# and2_bist_ctrl

Fig. 1: and2_bist_ctrl, signal metal coverage by tile
(4 px per um) 14 x 14 tiles, from dark purple (low) to yellow (high), scaled to the fullest tile. Values are wire area over tile area, all layers added.
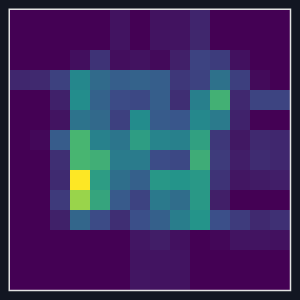

### src/rtl/bist_pkg.sv
// rtl/bist_pkg.sv - shared encodings and sizes for gate-level BIST controllers
package bist_pkg;

    typedef enum logic [1:0] {
        ST_IDLE   = 2'd0,
        ST_SETTLE = 2'd1,
        ST_CHECK  = 2'd2,
        ST_DONE   = 2'd3
    } bist_state_e;

    localparam int N_VEC = 4;
    localparam int VEC_W = 2;
    localparam int CNT_W = 4;
    localparam int ERR_W = 3;

endpackage

### src/rtl/and2_bist_ctrl.sv
// rtl/and2_bist_ctrl.sv - exhaustive self-test sequencer for a two-input AND gate
module and2_bist_ctrl
    import bist_pkg::*;
#(
    parameter int SETTLE_CYC = 2
) (
    input  logic             clk,
    input  logic             rst_n,
    input  logic             start,
    input  logic             dut_out,
    output logic             dut_a,
    output logic             dut_b,
    output logic             busy,
    output logic             done,
    output logic             pass,
    output logic [ERR_W-1:0] err_count,
    output logic [N_VEC-1:0] fail_vec
);

    localparam logic [CNT_W-1:0] SETTLE_LOAD = CNT_W'(SETTLE_CYC - 1);
    localparam logic [VEC_W-1:0] LAST_VEC    = VEC_W'(N_VEC - 1);

    bist_state_e      state_q, state_d;
    logic [VEC_W-1:0] vec_q, vec_d;
    logic [CNT_W-1:0] cnt_q, cnt_d;
    logic             dut_a_q, dut_a_d;
    logic             dut_b_q, dut_b_d;
    logic [ERR_W-1:0] err_q, err_d;
    logic [N_VEC-1:0] fail_q, fail_d;
    logic             pass_q, pass_d;

    logic             mismatch;
    logic [ERR_W-1:0] err_nxt;
    logic [N_VEC-1:0] fail_nxt;
    logic [VEC_W-1:0] vec_inc;

    always_ff @(posedge clk or negedge rst_n) begin
        if (!rst_n) begin
            state_q <= ST_IDLE;
            vec_q   <= '0;
            cnt_q   <= '0;
            dut_a_q <= 1'b0;
            dut_b_q <= 1'b0;
            err_q   <= '0;
            fail_q  <= '0;
            pass_q  <= 1'b0;
        end else begin
            state_q <= state_d;
            vec_q   <= vec_d;
            cnt_q   <= cnt_d;
            dut_a_q <= dut_a_d;
            dut_b_q <= dut_b_d;
            err_q   <= err_d;
            fail_q  <= fail_d;
            pass_q  <= pass_d;
        end
    end

    always_comb begin
        state_d = state_q;
        case (state_q)
            ST_IDLE:   if (start) state_d = ST_SETTLE;
            ST_SETTLE: if (cnt_q == '0) state_d = ST_CHECK;
            ST_CHECK:  state_d = (vec_q == LAST_VEC) ? ST_DONE : ST_SETTLE;
            ST_DONE:   state_d = ST_IDLE;
            default:   state_d = ST_IDLE;
        endcase
    end

    // The gate is compared against the vector it is actually being driven with.
    assign mismatch = dut_out != (dut_a_q & dut_b_q);
    assign err_nxt  = err_q + {{(ERR_W-1){1'b0}}, mismatch};
    assign fail_nxt = fail_q | (N_VEC'(mismatch) << vec_q);
    assign vec_inc  = vec_q + 1'b1;

    always_comb begin
        vec_d   = vec_q;
        cnt_d   = cnt_q;
        dut_a_d = dut_a_q;
        dut_b_d = dut_b_q;
        err_d   = err_q;
        fail_d  = fail_q;
        pass_d  = pass_q;
        case (state_q)
            ST_IDLE: begin
                dut_a_d = 1'b0;
                dut_b_d = 1'b0;
                if (start) begin
                    vec_d  = '0;
                    cnt_d  = SETTLE_LOAD;
                    err_d  = '0;
                    fail_d = '0;
                    pass_d = 1'b0;
                end
            end
            ST_SETTLE: begin
                if (cnt_q != '0) cnt_d = cnt_q - 1'b1;
            end
            ST_CHECK: begin
                err_d  = err_nxt;
                fail_d = fail_nxt;
                if (vec_q == LAST_VEC) begin
                    dut_a_d = 1'b0;
                    dut_b_d = 1'b0;
                    pass_d  = (err_nxt == '0);
                end else begin
                    vec_d   = vec_inc;
                    cnt_d   = SETTLE_LOAD;
                    dut_a_d = vec_inc[1];
                    dut_b_d = vec_inc[0];
                end
            end
            ST_DONE: begin
                dut_a_d = 1'b0;
                dut_b_d = 1'b0;
            end
            default: ;
        endcase
    end

    always_comb begin
        busy      = (state_q == ST_SETTLE) || (state_q == ST_CHECK);
        done      = (state_q == ST_DONE);
        dut_a     = dut_a_q;
        dut_b     = dut_b_q;
        pass      = pass_q;
        err_count = err_q;
        fail_vec  = fail_q;
    end

endmodule

### config.mk
export PLATFORM = sky130hd
export DESIGN_NAME = and2_bist_ctrl
export DESIGN_NICKNAME = d
export VERILOG_FILES = /design/src/rtl/bist_pkg.sv /design/src/rtl/and2_bist_ctrl.sv
export SDC_FILE = /design/constraint.sdc
export NUM_CORES = 1
export LEC_CHECK = 0
export CORE_MARGIN = 10
export CORE_UTILIZATION = 45
export CTS_BUF_LIST = sky130_fd_sc_hd__clkbuf_16
export DETAILED_ROUTE_END_ITERATION = 10
export HOLD_SLACK_MARGIN = 0.06
export PLACE_DENSITY_LB_ADDON = 0.08
export SLEW_MARGIN = 0
export SYNTH_ARGS = -nofsm -noshare
export SYNTH_HDL_FRONTEND = slang
export SYNTH_SLANG_ARGS = --single-unit
### constraint.sdc
create_clock -name clk -period 2.2 [get_ports clk]
set_input_delay 0.55 -clock clk [delete_from_list [all_inputs] [get_ports clk]]
set_output_delay 0.55 -clock clk [all_outputs]
set_load 0.01 [all_outputs]
# adc_scan_sequencer

## src/rtl/adc_scan_sequencer.sv

```systemverilog
// adc_scan_sequencer: per-frame scan of the enabled electrode channels.
// Walks the latched channel mask in ascending order, settles the analog mux,
// fires the SAR ADC and delivers each result as a one-cycle sample strobe.
// A programmable period counter paces frame starts; ticks that land while a
// frame is still running are dropped and flagged as overrun.
// Optional build macro: ADC_SEQ_TIMEOUT_EN adds a conversion watchdog that
// abandons a channel whose conv_done never arrives (timeout_err pulse).
module adc_scan_sequencer #(
  parameter int NUM_CH         = 16,
  parameter int CH_W           = 4,
  parameter int SAMPLE_W       = 12,
  parameter int SETTLE_CYCLES  = 4,
  parameter int TIMEOUT_CYCLES = 64
) (
  input  logic                adc_clk,
  input  logic                adc_rst_n,
  input  logic                scan_en,
  input  logic [NUM_CH-1:0]   ch_mask,
  input  logic [15:0]         frame_period,
  output logic [CH_W-1:0]     mux_sel,
  output logic                conv_start,
  input  logic                conv_done,
  input  logic [SAMPLE_W-1:0] conv_data,
  output logic [SAMPLE_W-1:0] adc_sample,
  output logic [CH_W-1:0]     adc_channel,
  output logic                adc_valid,
  output logic                frame_done,
  output logic                overrun,
  output logic                timeout_err
);

  // One cycle counter serves both the settle window and the conversion
  // watchdog, so it must reach the larger of the two limits.
  localparam int CNT_MAX = (TIMEOUT_CYCLES > SETTLE_CYCLES) ? TIMEOUT_CYCLES : SETTLE_CYCLES;
  localparam int CNT_W   = $clog2(CNT_MAX + 1);

  typedef enum logic [2:0] {
    IDLE, SELECT, SETTLE, CONVERT, EMIT, WAIT_FRAME
  } state_t;

  state_t              r_state, w_nxt_state;
  logic [15:0]         r_cnt;
  logic [NUM_CH-1:0]   r_mask;
  logic [CH_W-1:0]     r_mux_sel;
  logic [CNT_W-1:0]    r_cyc;
  logic [SAMPLE_W-1:0] r_sample;
  logic [CH_W-1:0]     r_channel;
  logic                r_empty_fd;   // frame_done owed for an empty-mask frame
  logic                r_stop;       // scan_en dropped while a channel was in flight
  logic                r_skip;       // current EMIT follows a watchdog expiry

  logic              w_tick, w_busy, w_ovr, w_wd_expire;
  logic [NUM_CH-1:0] w_rem;
  logic              w_ld_mask, w_clr_bit, w_ld_sel, w_ld_sample;
  logic              w_set_empty_fd, w_set_skip, w_valid, w_fd_emit;

  function automatic logic [CH_W-1:0] lowest(input logic [NUM_CH-1:0] m);
    lowest = '0;
    for (int i = NUM_CH - 1; i >= 0; i--)
      if (m[i]) lowest = CH_W'(i);
  endfunction

  // Frame period counter: held at zero while disabled so the first enabled
  // cycle always ticks; periods of 0 and 1 both tick every cycle.
  always_ff @(posedge adc_clk or negedge adc_rst_n) begin
    if (!adc_rst_n)                                          r_cnt <= '0;
    else if (!scan_en)                                       r_cnt <= '0;
    else if (frame_period <= 16'd1 || r_cnt >= frame_period - 16'd1) r_cnt <= '0;
    else                                                     r_cnt <= r_cnt + 16'd1;
  end

  assign w_tick = scan_en && (r_cnt == 16'd0);
  assign w_busy = (r_state == SELECT) || (r_state == SETTLE) ||
                  (r_state == CONVERT) || (r_state == EMIT);
  // Back-to-back mode ticks every cycle by design, so a busy tick is not a fault there.
  assign w_ovr  = w_tick && w_busy && (frame_period != 16'd0);
  assign w_rem  = r_mask & ~(NUM_CH'(1) << r_mux_sel);

`ifdef ADC_SEQ_TIMEOUT_EN
  assign w_wd_expire = (r_state == CONVERT) && (r_cyc == CNT_W'(TIMEOUT_CYCLES)) && !conv_done;
`else
  assign w_wd_expire = 1'b0;
`endif

  // State register
  always_ff @(posedge adc_clk or negedge adc_rst_n) begin
    if (!adc_rst_n) r_state <= IDLE;
    else            r_state <= w_nxt_state;
  end

  // Next-state and per-state control strobes
  always_comb begin
    w_nxt_state    = r_state;
    w_ld_mask      = 1'b0;
    w_clr_bit      = 1'b0;
    w_ld_sel       = 1'b0;
    w_ld_sample    = 1'b0;
    w_set_empty_fd = 1'b0;
    w_set_skip     = 1'b0;
    w_valid        = 1'b0;
    w_fd_emit      = 1'b0;
    case (r_state)
      IDLE, WAIT_FRAME: begin
        // The cycle carrying an empty-frame frame_done is not a start cycle,
        // which gives the every-other-cycle cadence in back-to-back mode.
        if (w_tick && !r_empty_fd) begin
          w_ld_mask = 1'b1;
          if (ch_mask == '0) begin
            w_set_empty_fd = 1'b1;
            w_nxt_state    = WAIT_FRAME;
          end else begin
            w_nxt_state    = SELECT;
          end
        end else if (!scan_en) begin
          w_nxt_state = IDLE;
        end
      end
      SELECT: begin
        w_ld_sel    = 1'b1;
        w_nxt_state = SETTLE;
      end
      SETTLE: begin
        if (r_cyc == CNT_W'(SETTLE_CYCLES - 1)) w_nxt_state = CONVERT;
      end
      CONVERT: begin
        // conv_done in the conv_start cycle belongs to no request of ours.
        if (r_cyc != '0 && conv_done) begin
          w_ld_sample = 1'b1;
          w_nxt_state = EMIT;
        end else if (w_wd_expire) begin
          w_set_skip  = 1'b1;
          w_nxt_state = EMIT;
        end
      end
      EMIT: begin
        w_valid   = !r_skip;
        w_clr_bit = 1'b1;
        if (!scan_en || r_stop) begin
          w_nxt_state = IDLE;
        end else if (w_rem != '0) begin
          w_nxt_state = SELECT;
        end else begin
          w_fd_emit   = 1'b1;
          w_nxt_state = WAIT_FRAME;
        end
      end
      default: w_nxt_state = IDLE;
    endcase
  end

  // Working mask, mux select, captured sample and sequencing flags
  always_ff @(posedge adc_clk or negedge adc_rst_n) begin
    if (!adc_rst_n) begin
      r_mask     <= '0;
      r_mux_sel  <= '0;
      r_cyc      <= '0;
      r_sample   <= '0;
      r_channel  <= '0;
      r_empty_fd <= 1'b0;
      r_stop     <= 1'b0;
      r_skip     <= 1'b0;
    end else begin
      if (w_nxt_state != r_state)        r_cyc <= '0;
      else if (r_cyc != CNT_W'(CNT_MAX)) r_cyc <= r_cyc + CNT_W'(1);
      r_empty_fd <= w_set_empty_fd;
      if (w_ld_mask)      r_mask <= ch_mask;
      else if (w_clr_bit) r_mask <= w_rem;
      if (w_ld_sel) r_mux_sel <= lowest(r_mask);
      if (w_ld_sample) begin
        r_sample  <= conv_data;
        r_channel <= r_mux_sel;
      end
      if (r_state == IDLE || r_state == WAIT_FRAME) r_stop <= 1'b0;
      else if (!scan_en)                            r_stop <= 1'b1;
      if (w_set_skip)            r_skip <= 1'b1;
      else if (r_state == EMIT)  r_skip <= 1'b0;
    end
  end

  assign mux_sel     = r_mux_sel;
  assign conv_start  = (r_state == CONVERT) && (r_cyc == '0);
  assign adc_sample  = r_sample;
  assign adc_channel = r_channel;
  assign adc_valid   = w_valid;
  assign frame_done  = w_fd_emit || r_empty_fd;
  assign overrun     = w_ovr;
  assign timeout_err = w_wd_expire;

endmodule

```

## config.mk

```make
export PLATFORM = sky130hd
export DESIGN_NAME = adc_scan_sequencer
export DESIGN_NICKNAME = d
export VERILOG_FILES = /design/src/rtl/adc_scan_sequencer.sv
export SDC_FILE = /design/constraint.sdc
export NUM_CORES = 1
export LEC_CHECK = 0
export CORE_MARGIN = 1.5
export CORE_UTILIZATION = 53
export CTS_BUF_LIST = sky130_fd_sc_hd__clkbuf_4 sky130_fd_sc_hd__clkbuf_8 sky130_fd_sc_hd__clkbuf_16
export CTS_CLUSTER_SIZE = 12
export DETAILED_ROUTE_END_ITERATION = 10
export PLACE_DENSITY = 0.78
export SLEW_MARGIN = 25
export SYNTH_ARGS = -nofsm -noshare
export SYNTH_HDL_FRONTEND = slang
export SYNTH_SLANG_ARGS = --single-unit
```

## constraint.sdc

```tcl
create_clock -name adc_clk -period 2.9 [get_ports adc_clk]
set_input_delay 0.58 -clock adc_clk [delete_from_list [all_inputs] [get_ports adc_clk]]
set_output_delay 0.58 -clock adc_clk [all_outputs]
set_load 0.03 [all_outputs]
```

# du_program_loader_flat

===== src/rtl/du_pkg.sv =====
// Shared constants for the debug-unit program loader: FSM state encodings,
// default command/response bytes and the end-of-program marker.
package du_pkg;

    localparam logic [2:0] S_IDLE     = 3'd0;
    localparam logic [2:0] S_RECV     = 3'd1;
    localparam logic [2:0] S_WRITE    = 3'd2;
    localparam logic [2:0] S_ACK_REQ  = 3'd3;
    localparam logic [2:0] S_ACK_WAIT = 3'd4;
    localparam logic [2:0] S_RUN      = 3'd5;
    localparam logic [2:0] S_CSUM     = 3'd6;

    localparam logic [31:0] HALT_WORD_DEF = 32'hFFFF_FFFF;
    localparam logic [7:0]  CMD_LOAD_DEF  = 8'h4C;
    localparam logic [7:0]  ACK_BYTE_DEF  = 8'h06;
    localparam logic [7:0]  NAK_BYTE_DEF  = 8'h15;

    function automatic logic [7:0] resp_byte(input logic err,
                                             input logic [7:0] ack,
                                             input logic [7:0] nak);
        return err ? nak : ack;
    endfunction

endpackage


===== src/rtl/du_if.sv =====
// Bundle of the UART-side and pipeline-side signals of the program loader.
// master = the loader, slave = the surrounding UART/pipeline logic.
interface du_if #(
    parameter int IMEM_DEPTH = 256
) ();
    localparam int CW = $clog2(IMEM_DEPTH) + 1;

    logic [7:0]    i_rx_data;
    logic          i_rx_valid;
    logic          i_tx_done;
    logic [7:0]    o_tx_data;
    logic          o_tx_start;
    logic [31:0]   o_du_data;
    logic [31:0]   o_du_addr_wr;
    logic          o_du_write_en;
    logic          o_du_read_en;
    logic [CW-1:0] o_word_count;
    logic          o_error;

    modport master (
        input  i_rx_data, i_rx_valid, i_tx_done,
        output o_tx_data, o_tx_start, o_du_data, o_du_addr_wr,
               o_du_write_en, o_du_read_en, o_word_count, o_error
    );

    modport slave (
        output i_rx_data, i_rx_valid, i_tx_done,
        input  o_tx_data, o_tx_start, o_du_data, o_du_addr_wr,
               o_du_write_en, o_du_read_en, o_word_count, o_error
    );

endinterface


===== src/rtl/du_word_assembler.sv =====
// Packs a byte stream into big-endian 32-bit words; word_done pulses in the
// same cycle the 4th byte is presented, with word valid alongside it.
module du_word_assembler (
    input  logic        clk,
    input  logic        rst,
    input  logic        clr,
    input  logic        byte_vld,
    input  logic [7:0]  byte_in,
    output logic [31:0] word,
    output logic        word_done
);

    logic [23:0] shift_q, shift_d;
    logic [1:0]  idx_q, idx_d;

    always_comb begin
        word      = {shift_q, byte_in};
        word_done = byte_vld && (idx_q == 2'd3);
        shift_d   = shift_q;
        idx_d     = idx_q;
        if (clr) begin
            shift_d = '0;
            idx_d   = '0;
        end else if (byte_vld) begin
            // idx wraps 3 -> 0 so the next byte lands in [31:24]
            idx_d   = idx_q + 2'd1;
            shift_d = word_done ? '0 : {shift_q[15:0], byte_in};
        end
    end

    always_ff @(posedge clk or posedge rst) begin
        if (rst) begin
            shift_q <= '0;
            idx_q   <= '0;
        end else begin
            shift_q <= shift_d;
            idx_q   <= idx_d;
        end
    end

endmodule


===== src/rtl/du_program_loader.sv =====
// Debug-unit program loader: UART bytes -> instruction-memory writes, then
// ACK/NAK and release of the pipeline. Optional trailing checksum byte is
// enabled by defining DU_LOADER_CHECKSUM_EN.
module du_program_loader
    import du_pkg::*;
#(
    parameter int          IMEM_DEPTH = 256,
    parameter logic [31:0] HALT_WORD  = HALT_WORD_DEF,
    parameter logic [7:0]  CMD_LOAD   = CMD_LOAD_DEF,
    parameter logic [7:0]  ACK_BYTE   = ACK_BYTE_DEF,
    parameter logic [7:0]  NAK_BYTE   = NAK_BYTE_DEF
) (
    input logic  i_clk,
    input logic  i_reset,
    du_if.master bus
);

    localparam int CW = $clog2(IMEM_DEPTH) + 1;
`ifdef DU_LOADER_CHECKSUM_EN
    localparam bit CSUM_EN = 1'b1;
`else
    localparam bit CSUM_EN = 1'b0;
`endif

    logic [2:0]    state_q, state_d;
    logic [31:0]   data_q, data_d;
    logic [31:0]   addr_q, addr_d;
    logic [CW-1:0] wc_q, wc_d;
    logic          err_q, err_d;
    logic [7:0]    tx_data_q, tx_data_d;
    logic [7:0]    csum_q, csum_d;

    logic        asm_clr, asm_vld, asm_done;
    logic [31:0] asm_word;
    logic        rx_cmd, csum_bad;

    du_word_assembler u_asm (
        .clk       (i_clk),
        .rst       (i_reset),
        .clr       (asm_clr),
        .byte_vld  (asm_vld),
        .byte_in   (bus.i_rx_data),
        .word      (asm_word),
        .word_done (asm_done)
    );

    always_comb begin
        state_d   = state_q;
        data_d    = data_q;
        addr_d    = addr_q;
        wc_d      = wc_q;
        err_d     = err_q;
        tx_data_d = tx_data_q;
        csum_d    = csum_q;
        asm_clr   = 1'b0;
        asm_vld   = 1'b0;
        rx_cmd    = bus.i_rx_valid && (bus.i_rx_data == CMD_LOAD);
        csum_bad  = bus.i_rx_data != csum_q;

        case (state_q)
            S_IDLE, S_RUN: begin
                if (rx_cmd) begin
                    state_d = S_RECV;
                    addr_d  = '0;
                    wc_d    = '0;
                    err_d   = 1'b0;
                    csum_d  = '0;
                    asm_clr = 1'b1;
                end
            end
            S_RECV: begin
                asm_vld = bus.i_rx_valid;
                if (bus.i_rx_valid) csum_d = csum_q ^ bus.i_rx_data;
                if (asm_done) begin
                    if (wc_q == CW'(IMEM_DEPTH)) begin
                        err_d     = 1'b1;
                        tx_data_d = NAK_BYTE;
                        state_d   = S_ACK_REQ;
                    end else begin
                        data_d  = asm_word;
                        state_d = S_WRITE;
                    end
                end
            end
            S_WRITE: begin
                addr_d = addr_q + 32'd4;
                wc_d   = wc_q + CW'(1);
                if (data_q == HALT_WORD) begin
                    if (!CSUM_EN) begin
                        tx_data_d = resp_byte(err_q, ACK_BYTE, NAK_BYTE);
                        state_d   = S_ACK_REQ;
                    end else if (bus.i_rx_valid) begin
                        // checksum byte may arrive back-to-back with the halt write
                        err_d     = csum_bad;
                        tx_data_d = resp_byte(csum_bad, ACK_BYTE, NAK_BYTE);
                        state_d   = S_ACK_REQ;
                    end else begin
                        state_d = S_CSUM;
                    end
                end else begin
                    asm_vld = bus.i_rx_valid;
                    if (bus.i_rx_valid) csum_d = csum_q ^ bus.i_rx_data;
                    state_d = S_RECV;
                end
            end
            S_CSUM: begin
                if (bus.i_rx_valid) begin
                    err_d     = csum_bad;
                    tx_data_d = resp_byte(csum_bad, ACK_BYTE, NAK_BYTE);
                    state_d   = S_ACK_REQ;
                end
            end
            S_ACK_REQ: state_d = S_ACK_WAIT;
            S_ACK_WAIT: begin
                if (bus.i_tx_done) state_d = err_q ? S_IDLE : S_RUN;
            end
            default: state_d = S_IDLE;
        endcase
    end

    always_ff @(posedge i_clk or posedge i_reset) begin
        if (i_reset) begin
            state_q   <= S_IDLE;
            data_q    <= '0;
            addr_q    <= '0;
            wc_q      <= '0;
            err_q     <= 1'b0;
            tx_data_q <= '0;
            csum_q    <= '0;
        end else begin
            state_q   <= state_d;
            data_q    <= data_d;
            addr_q    <= addr_d;
            wc_q      <= wc_d;
            err_q     <= err_d;
            tx_data_q <= tx_data_d;
            csum_q    <= csum_d;
        end
    end

    // strobes decode straight from the state so they are single-cycle and exclusive
    assign bus.o_du_write_en = (state_q == S_WRITE);
    assign bus.o_tx_start    = (state_q == S_ACK_REQ);
    assign bus.o_du_read_en  = (state_q == S_RUN);
    assign bus.o_tx_data     = tx_data_q;
    assign bus.o_du_data     = data_q;
    assign bus.o_du_addr_wr  = addr_q;
    assign bus.o_word_count  = wc_q;
    assign bus.o_error       = err_q;

endmodule


===== src/flat_wrapper.sv =====
// flat-port wrapper written by rule: the top's interface ports become plain ports
module du_program_loader_flat import du_pkg::*;
#(
    parameter int          IMEM_DEPTH = 256,
    parameter logic [31:0] HALT_WORD  = HALT_WORD_DEF,
    parameter logic [7:0]  CMD_LOAD   = CMD_LOAD_DEF,
    parameter logic [7:0]  ACK_BYTE   = ACK_BYTE_DEF,
    parameter logic [7:0]  NAK_BYTE   = NAK_BYTE_DEF
)
  (i_clk, i_reset, bus_i_rx_data, bus_i_rx_valid, bus_i_tx_done, bus_o_tx_data, bus_o_tx_start, bus_o_du_data, bus_o_du_addr_wr, bus_o_du_write_en, bus_o_du_read_en, bus_o_word_count, bus_o_error);
  du_if #(.IMEM_DEPTH(IMEM_DEPTH)) bus_i ();
  input logic i_clk;
  input logic i_reset;
  input wire logic [$bits(bus_i.i_rx_data)-1:0] bus_i_rx_data;
  input wire logic [$bits(bus_i.i_rx_valid)-1:0] bus_i_rx_valid;
  input wire logic [$bits(bus_i.i_tx_done)-1:0] bus_i_tx_done;
  output wire logic [$bits(bus_i.o_tx_data)-1:0] bus_o_tx_data;
  output wire logic [$bits(bus_i.o_tx_start)-1:0] bus_o_tx_start;
  output wire logic [$bits(bus_i.o_du_data)-1:0] bus_o_du_data;
  output wire logic [$bits(bus_i.o_du_addr_wr)-1:0] bus_o_du_addr_wr;
  output wire logic [$bits(bus_i.o_du_write_en)-1:0] bus_o_du_write_en;
  output wire logic [$bits(bus_i.o_du_read_en)-1:0] bus_o_du_read_en;
  output wire logic [$bits(bus_i.o_word_count)-1:0] bus_o_word_count;
  output wire logic [$bits(bus_i.o_error)-1:0] bus_o_error;
  assign bus_i.i_rx_data = bus_i_rx_data;
  assign bus_i.i_rx_valid = bus_i_rx_valid;
  assign bus_i.i_tx_done = bus_i_tx_done;
  assign bus_o_tx_data = bus_i.o_tx_data;
  assign bus_o_tx_start = bus_i.o_tx_start;
  assign bus_o_du_data = bus_i.o_du_data;
  assign bus_o_du_addr_wr = bus_i.o_du_addr_wr;
  assign bus_o_du_write_en = bus_i.o_du_write_en;
  assign bus_o_du_read_en = bus_i.o_du_read_en;
  assign bus_o_word_count = bus_i.o_word_count;
  assign bus_o_error = bus_i.o_error;
  du_program_loader #(.IMEM_DEPTH(IMEM_DEPTH), .HALT_WORD(HALT_WORD), .CMD_LOAD(CMD_LOAD), .ACK_BYTE(ACK_BYTE), .NAK_BYTE(NAK_BYTE)) u_core (.i_clk(i_clk), .i_reset(i_reset), .bus(bus_i));
endmodule

===== config.mk =====
export PLATFORM = sky130hd
export DESIGN_NAME = du_program_loader_flat
export DESIGN_NICKNAME = d
export VERILOG_FILES = /design/src/rtl/du_pkg.sv /design/src/rtl/du_if.sv /design/src/rtl/du_word_assembler.sv /design/src/rtl/du_program_loader.sv /design/src/flat_wrapper.sv
export SDC_FILE = /design/constraint.sdc
export NUM_CORES = 1
export LEC_CHECK = 0
export ABC_AREA = 1
export ABC_CLOCK_PERIOD_IN_PS = 3150
export CAP_MARGIN = 20
export CORE_ASPECT_RATIO = 0.7
export CORE_MARGIN = 8
export CORE_UTILIZATION = 54
export CTS_CLUSTER_SIZE = 30
export DETAILED_ROUTE_END_ITERATION = 7
export PLACE_DENSITY = 0.79
export SLEW_MARGIN = 20
export SYNTH_ARGS = -nofsm -noshare
export SYNTH_HDL_FRONTEND = slang
export SYNTH_HIERARCHICAL = 1
export SYNTH_SLANG_ARGS = --single-unit

===== constraint.sdc =====
create_clock -name i_clk -period 3.15 [get_ports i_clk]
set_input_delay 0.63 -clock i_clk [delete_from_list [all_inputs] [get_ports i_clk]]
set_output_delay 0.63 -clock i_clk [all_outputs]
set_load 0.005 [all_outputs]

Fig. 2: and2_bist_ctrl, I/O pins on the die edge
(6 px per um) Pins as bars across the die edge, other pins in gray.
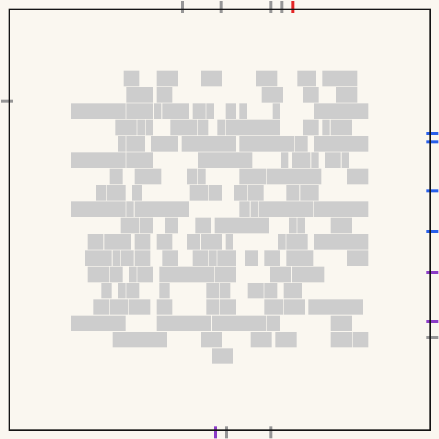
| color | port | pins | direction | edge |
|---|---|---|---|---|
| red | `dut_out` | 1 | input | top |
| purple | `err_count` | 3 | output | 2 right, 1 bottom |
| blue | `fail_vec` | 4 | output | right |
floorplan die width: 69.9 um
Die Y-Extent: 69.9 um

About Fig. 1:
fullest tile: 0.48
tiles over half the peak: 8.2%
densest ninth of the die: center
mean over tiles: 0.075
via count: 884
All-Layer GR Usage: 0.0993
routed wire length: 2.37 mm
average wire per cell in the routed design: 14.2 um

==> changes_impl.md, and2_bist_ctrl <==
## Flow update

- Status: complete, no violations
- RePlAce Congestion: 0.753
- Post-DP HPWL: about 1.8 mm
- Predominant post-synthesis flop cell: sky130_fd_sc_hd__dfrtp_1
- # hold bufs at CTS: 0
- Crit path launch type: flip-flop
- Count of max-cap constraint violations: 0
- Floorplan Nets: 129
- Final worst hold slack: 0.474 ns
- Flops: 18
- TritonCTS clock tree: done
- Most instantiated logic cells after routing: sky130_fd_sc_hd__dfrtp_1, sky130_fd_sc_hd__clkdlybuf4s50_1, sky130_fd_sc_hd__nand2_1
- Worst Min Path Start: fail_vec[2]
- Critical-path cell list: inv_1 > ha_1 > clkdlybuf4s50_1
- Cell at the slowest stage of the critical path: sky130_fd_sc_hd__clkdlybuf4s50_1
- Length of routed wiring on met1: 1.06 mm
and2_bist_ctrl: stage by stage:
| step | utilization | power [uW] | cells |
|---|---|---|---|
| after floorplan | - | 1200 | 113 |
| after global routing | 0.595 | 2110 | 167 |
| after CTS | 0.595 | 1980 | 167 |
| after global placement | 0.552 | 1550 | 161 |
| after detailed placement | 0.552 | 1570 | 161 |
| final | 0.595 | 1950 | 167 |
and2_bist_ctrl: sequential cells by signal, indices dropped and copies added, names as in the netlist:
register	count
state_q	2
dut_b	1
fail_vec	4
pass	1
cnt_q	4
err_count	3
vec_q	2
dut_a	1
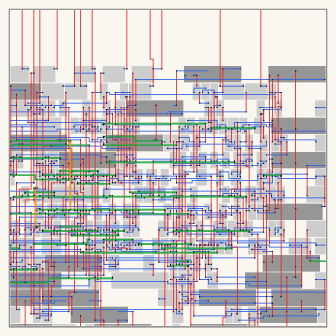
Fig. 3. Zoomed window (du_program_loader_flat).
Region (82, 54) to (132, 104) um. Cells in gray, sequential cells in the stronger gray; small squares are vias.
| color | layer |
|---|---|
| blue | metal 1 |
| red | metal 2 |
| orange | metal 4 |
| green | metal 3 |
cells with their middle in the window: 205
most frequent: nand2_1 (73), nand3_1 (27), nor2_1 (26)
sequential cells in the window: 20
netlist names of flops here include: `u_core/bus.o_du_addr_wr` (19), `u_core/u_asm/shift_q` (1)

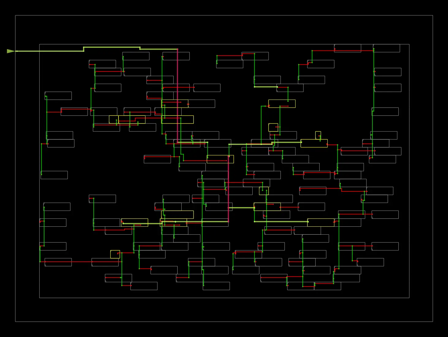
Fig. 4. The clock network (du_program_loader_flat).
Sink Count: 112
worst setup skew after layout: 0.00747 ns

==> changes_impl.md, du_program_loader_flat <==
## Flow update

- Hold path depth: 2
- Flops: 112
- Number of clock buffer instances in the layout: 9
- Initial DRT Pass Iterations: 6
- GRT overflow: 0
- WP buf/inv: 3
- MI comb cells: 630
- Portion of the post-synthesis area used by sequential elements: 0.457
- Status: complete, no violations
- Standard cell core area: ~11000 um^2
- Floorplan utilization: 0.554
- Vias in the first global route: roughly 5200
- Cell type taking the most area: sequential cells
- Predominant post-synthesis flop cell: sky130_fd_sc_hd__dfrtp_1
- DRT iter0 DRCs: 600
- Final hold violations: 0
- Min cycle time layout: 2.65 ns
- Fraction of the mapped netlist area in compound gates: 0.0658
- R2R Setup Slk: ~0.80 ns
-- du_program_loader_flat: per-layer routing --
metal	track usage	vias up	wire length, um
li1	-	2834	-
met1	0.325	2657	7630
met2	0.319	223	6900
met3	0.0518	13	1320
met4	0.0314	0	91
met5	0	-	0
-- du_program_loader_flat: stage by stage --
stage	utilization	hold slack, ns	instances	power, uW	setup WS, ns
finish	0.668	0.474	1090	6560	0.503
global route	0.668	0.516	1090	7120	0.407
floorplan	-	0.446	858	4110	0.298
detailed placement	0.639	0.458	1074	5330	0.348
global placement	0.639	0.454	1074	5270	0.430
CTS	0.668	0.477	1090	6590	0.488
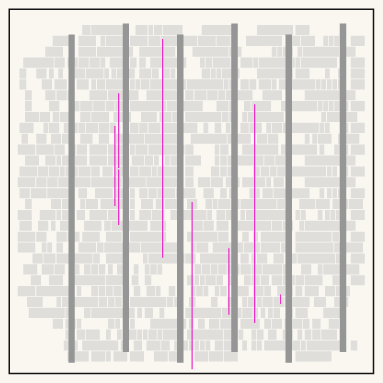
Fig. 5. Signal wires on met4 (adc_scan_sequencer).
(4 px per um) Supply wires on this layer in gray.
nets with wire on the layer: 7
share of all routed wire: 2.0%
longest straight run: 54.4 um
main direction: vertical
wire length on this layer: 220 um
via count: 4082
routed wire length: 11.0 mm

==> changes_impl.md, adc_scan_sequencer <==
## Flow update

- Status: complete, no violations
- Pin count of the biggest net entering global routing: 34
- Biggest area contributors in the synthesized netlist: sky130_fd_sc_hd__dfrtp_1, sky130_fd_sc_hd__nand2_1, sky130_fd_sc_hd__ha_1, sky130_fd_sc_hd__nor2_1, sky130_fd_sc_hd__xor2_1
- Proportion of cell area occupied by multi-input gates: 0.437
- Headroom to the max-slew limit: 0.487
- Switching power: 1840 uW
- Routed wire length on met2: 5.39 mm
- Length of routed wiring on met1: approximately 4.7 mm
- Portion of the post-synthesis area used by sequential elements: 0.393
- Part of the power in the clock network: 0.167
- Critical-path cell list: dlygate4sd2_1 > or3_4 > or4_4 > xor2_2 > ha_1 > nand4_1 > o21ai_2 > nor3b_2 > o221a_2 > o31ai_4 > clkbuf_16 > nor2_1
- Clock insertion delay at the later pin of the skew report: 0.35 ns
- Mux share of post-synthesis cell area: 0
- Antenna violations before repair: 0
- Path class of the lowest-slack min-delay path: in -> async
- Peak per-stage delay on the critical path: between 0.4 and 0.5 ns
- Most instantiated logic cells after routing: sky130_fd_sc_hd__nand2_1, sky130_fd_sc_hd__dfrtp_1, sky130_fd_sc_hd__buf_4
- Layout overhead on the synthesized area: 38.7%
- Proportion of cell area occupied by registers: 0.284
- Worst setup skew after layout: 0.0117 ns
- Logic cell area: 2470 um^2
- Post-CTS Resized: 23
## adc_scan_sequencer: flip-flops by register name, summed over array words and instances, names as in the netlist
register     flops
adc_channel      4
adc_sample      12
r_stop           1
mux_sel          4
r_state          3
r_mask          16
r_cnt           16
r_empty_fd       1
r_cyc            7
## adc_scan_sequencer: routing by layer
metal	vias to the layer above	global-route usage
met2	174	0.439
li1	1945	-
met1	1942	0.354
met3	21	0.0421
met4	0	0.101
met5	-	0

==> gallery <==
The metal 3 layer.
picture 1
(6 px per um)
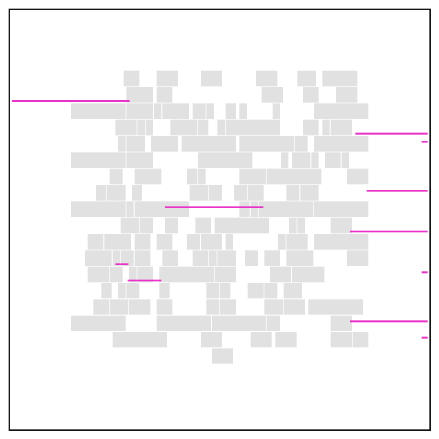
picture 2
(4 px per um)
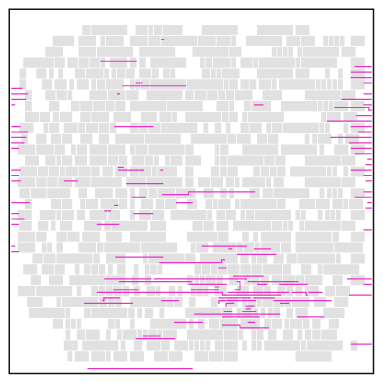
picture 3
(3 px per um)
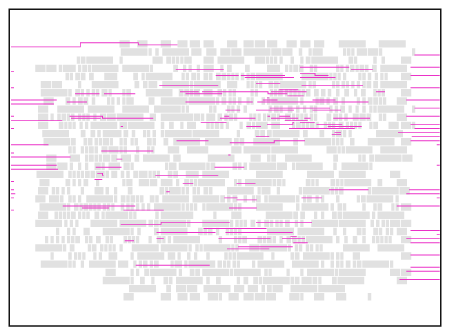
The one with the smallest die is picture 1.
The one with the largest die is picture 3.
| picture | from |
|---|---|
| picture 3 | du_program_loader_flat |
| picture 2 | adc_scan_sequencer |
| picture 1 | and2_bist_ctrl |


Power is estimated from default activity; no workload was simulated.
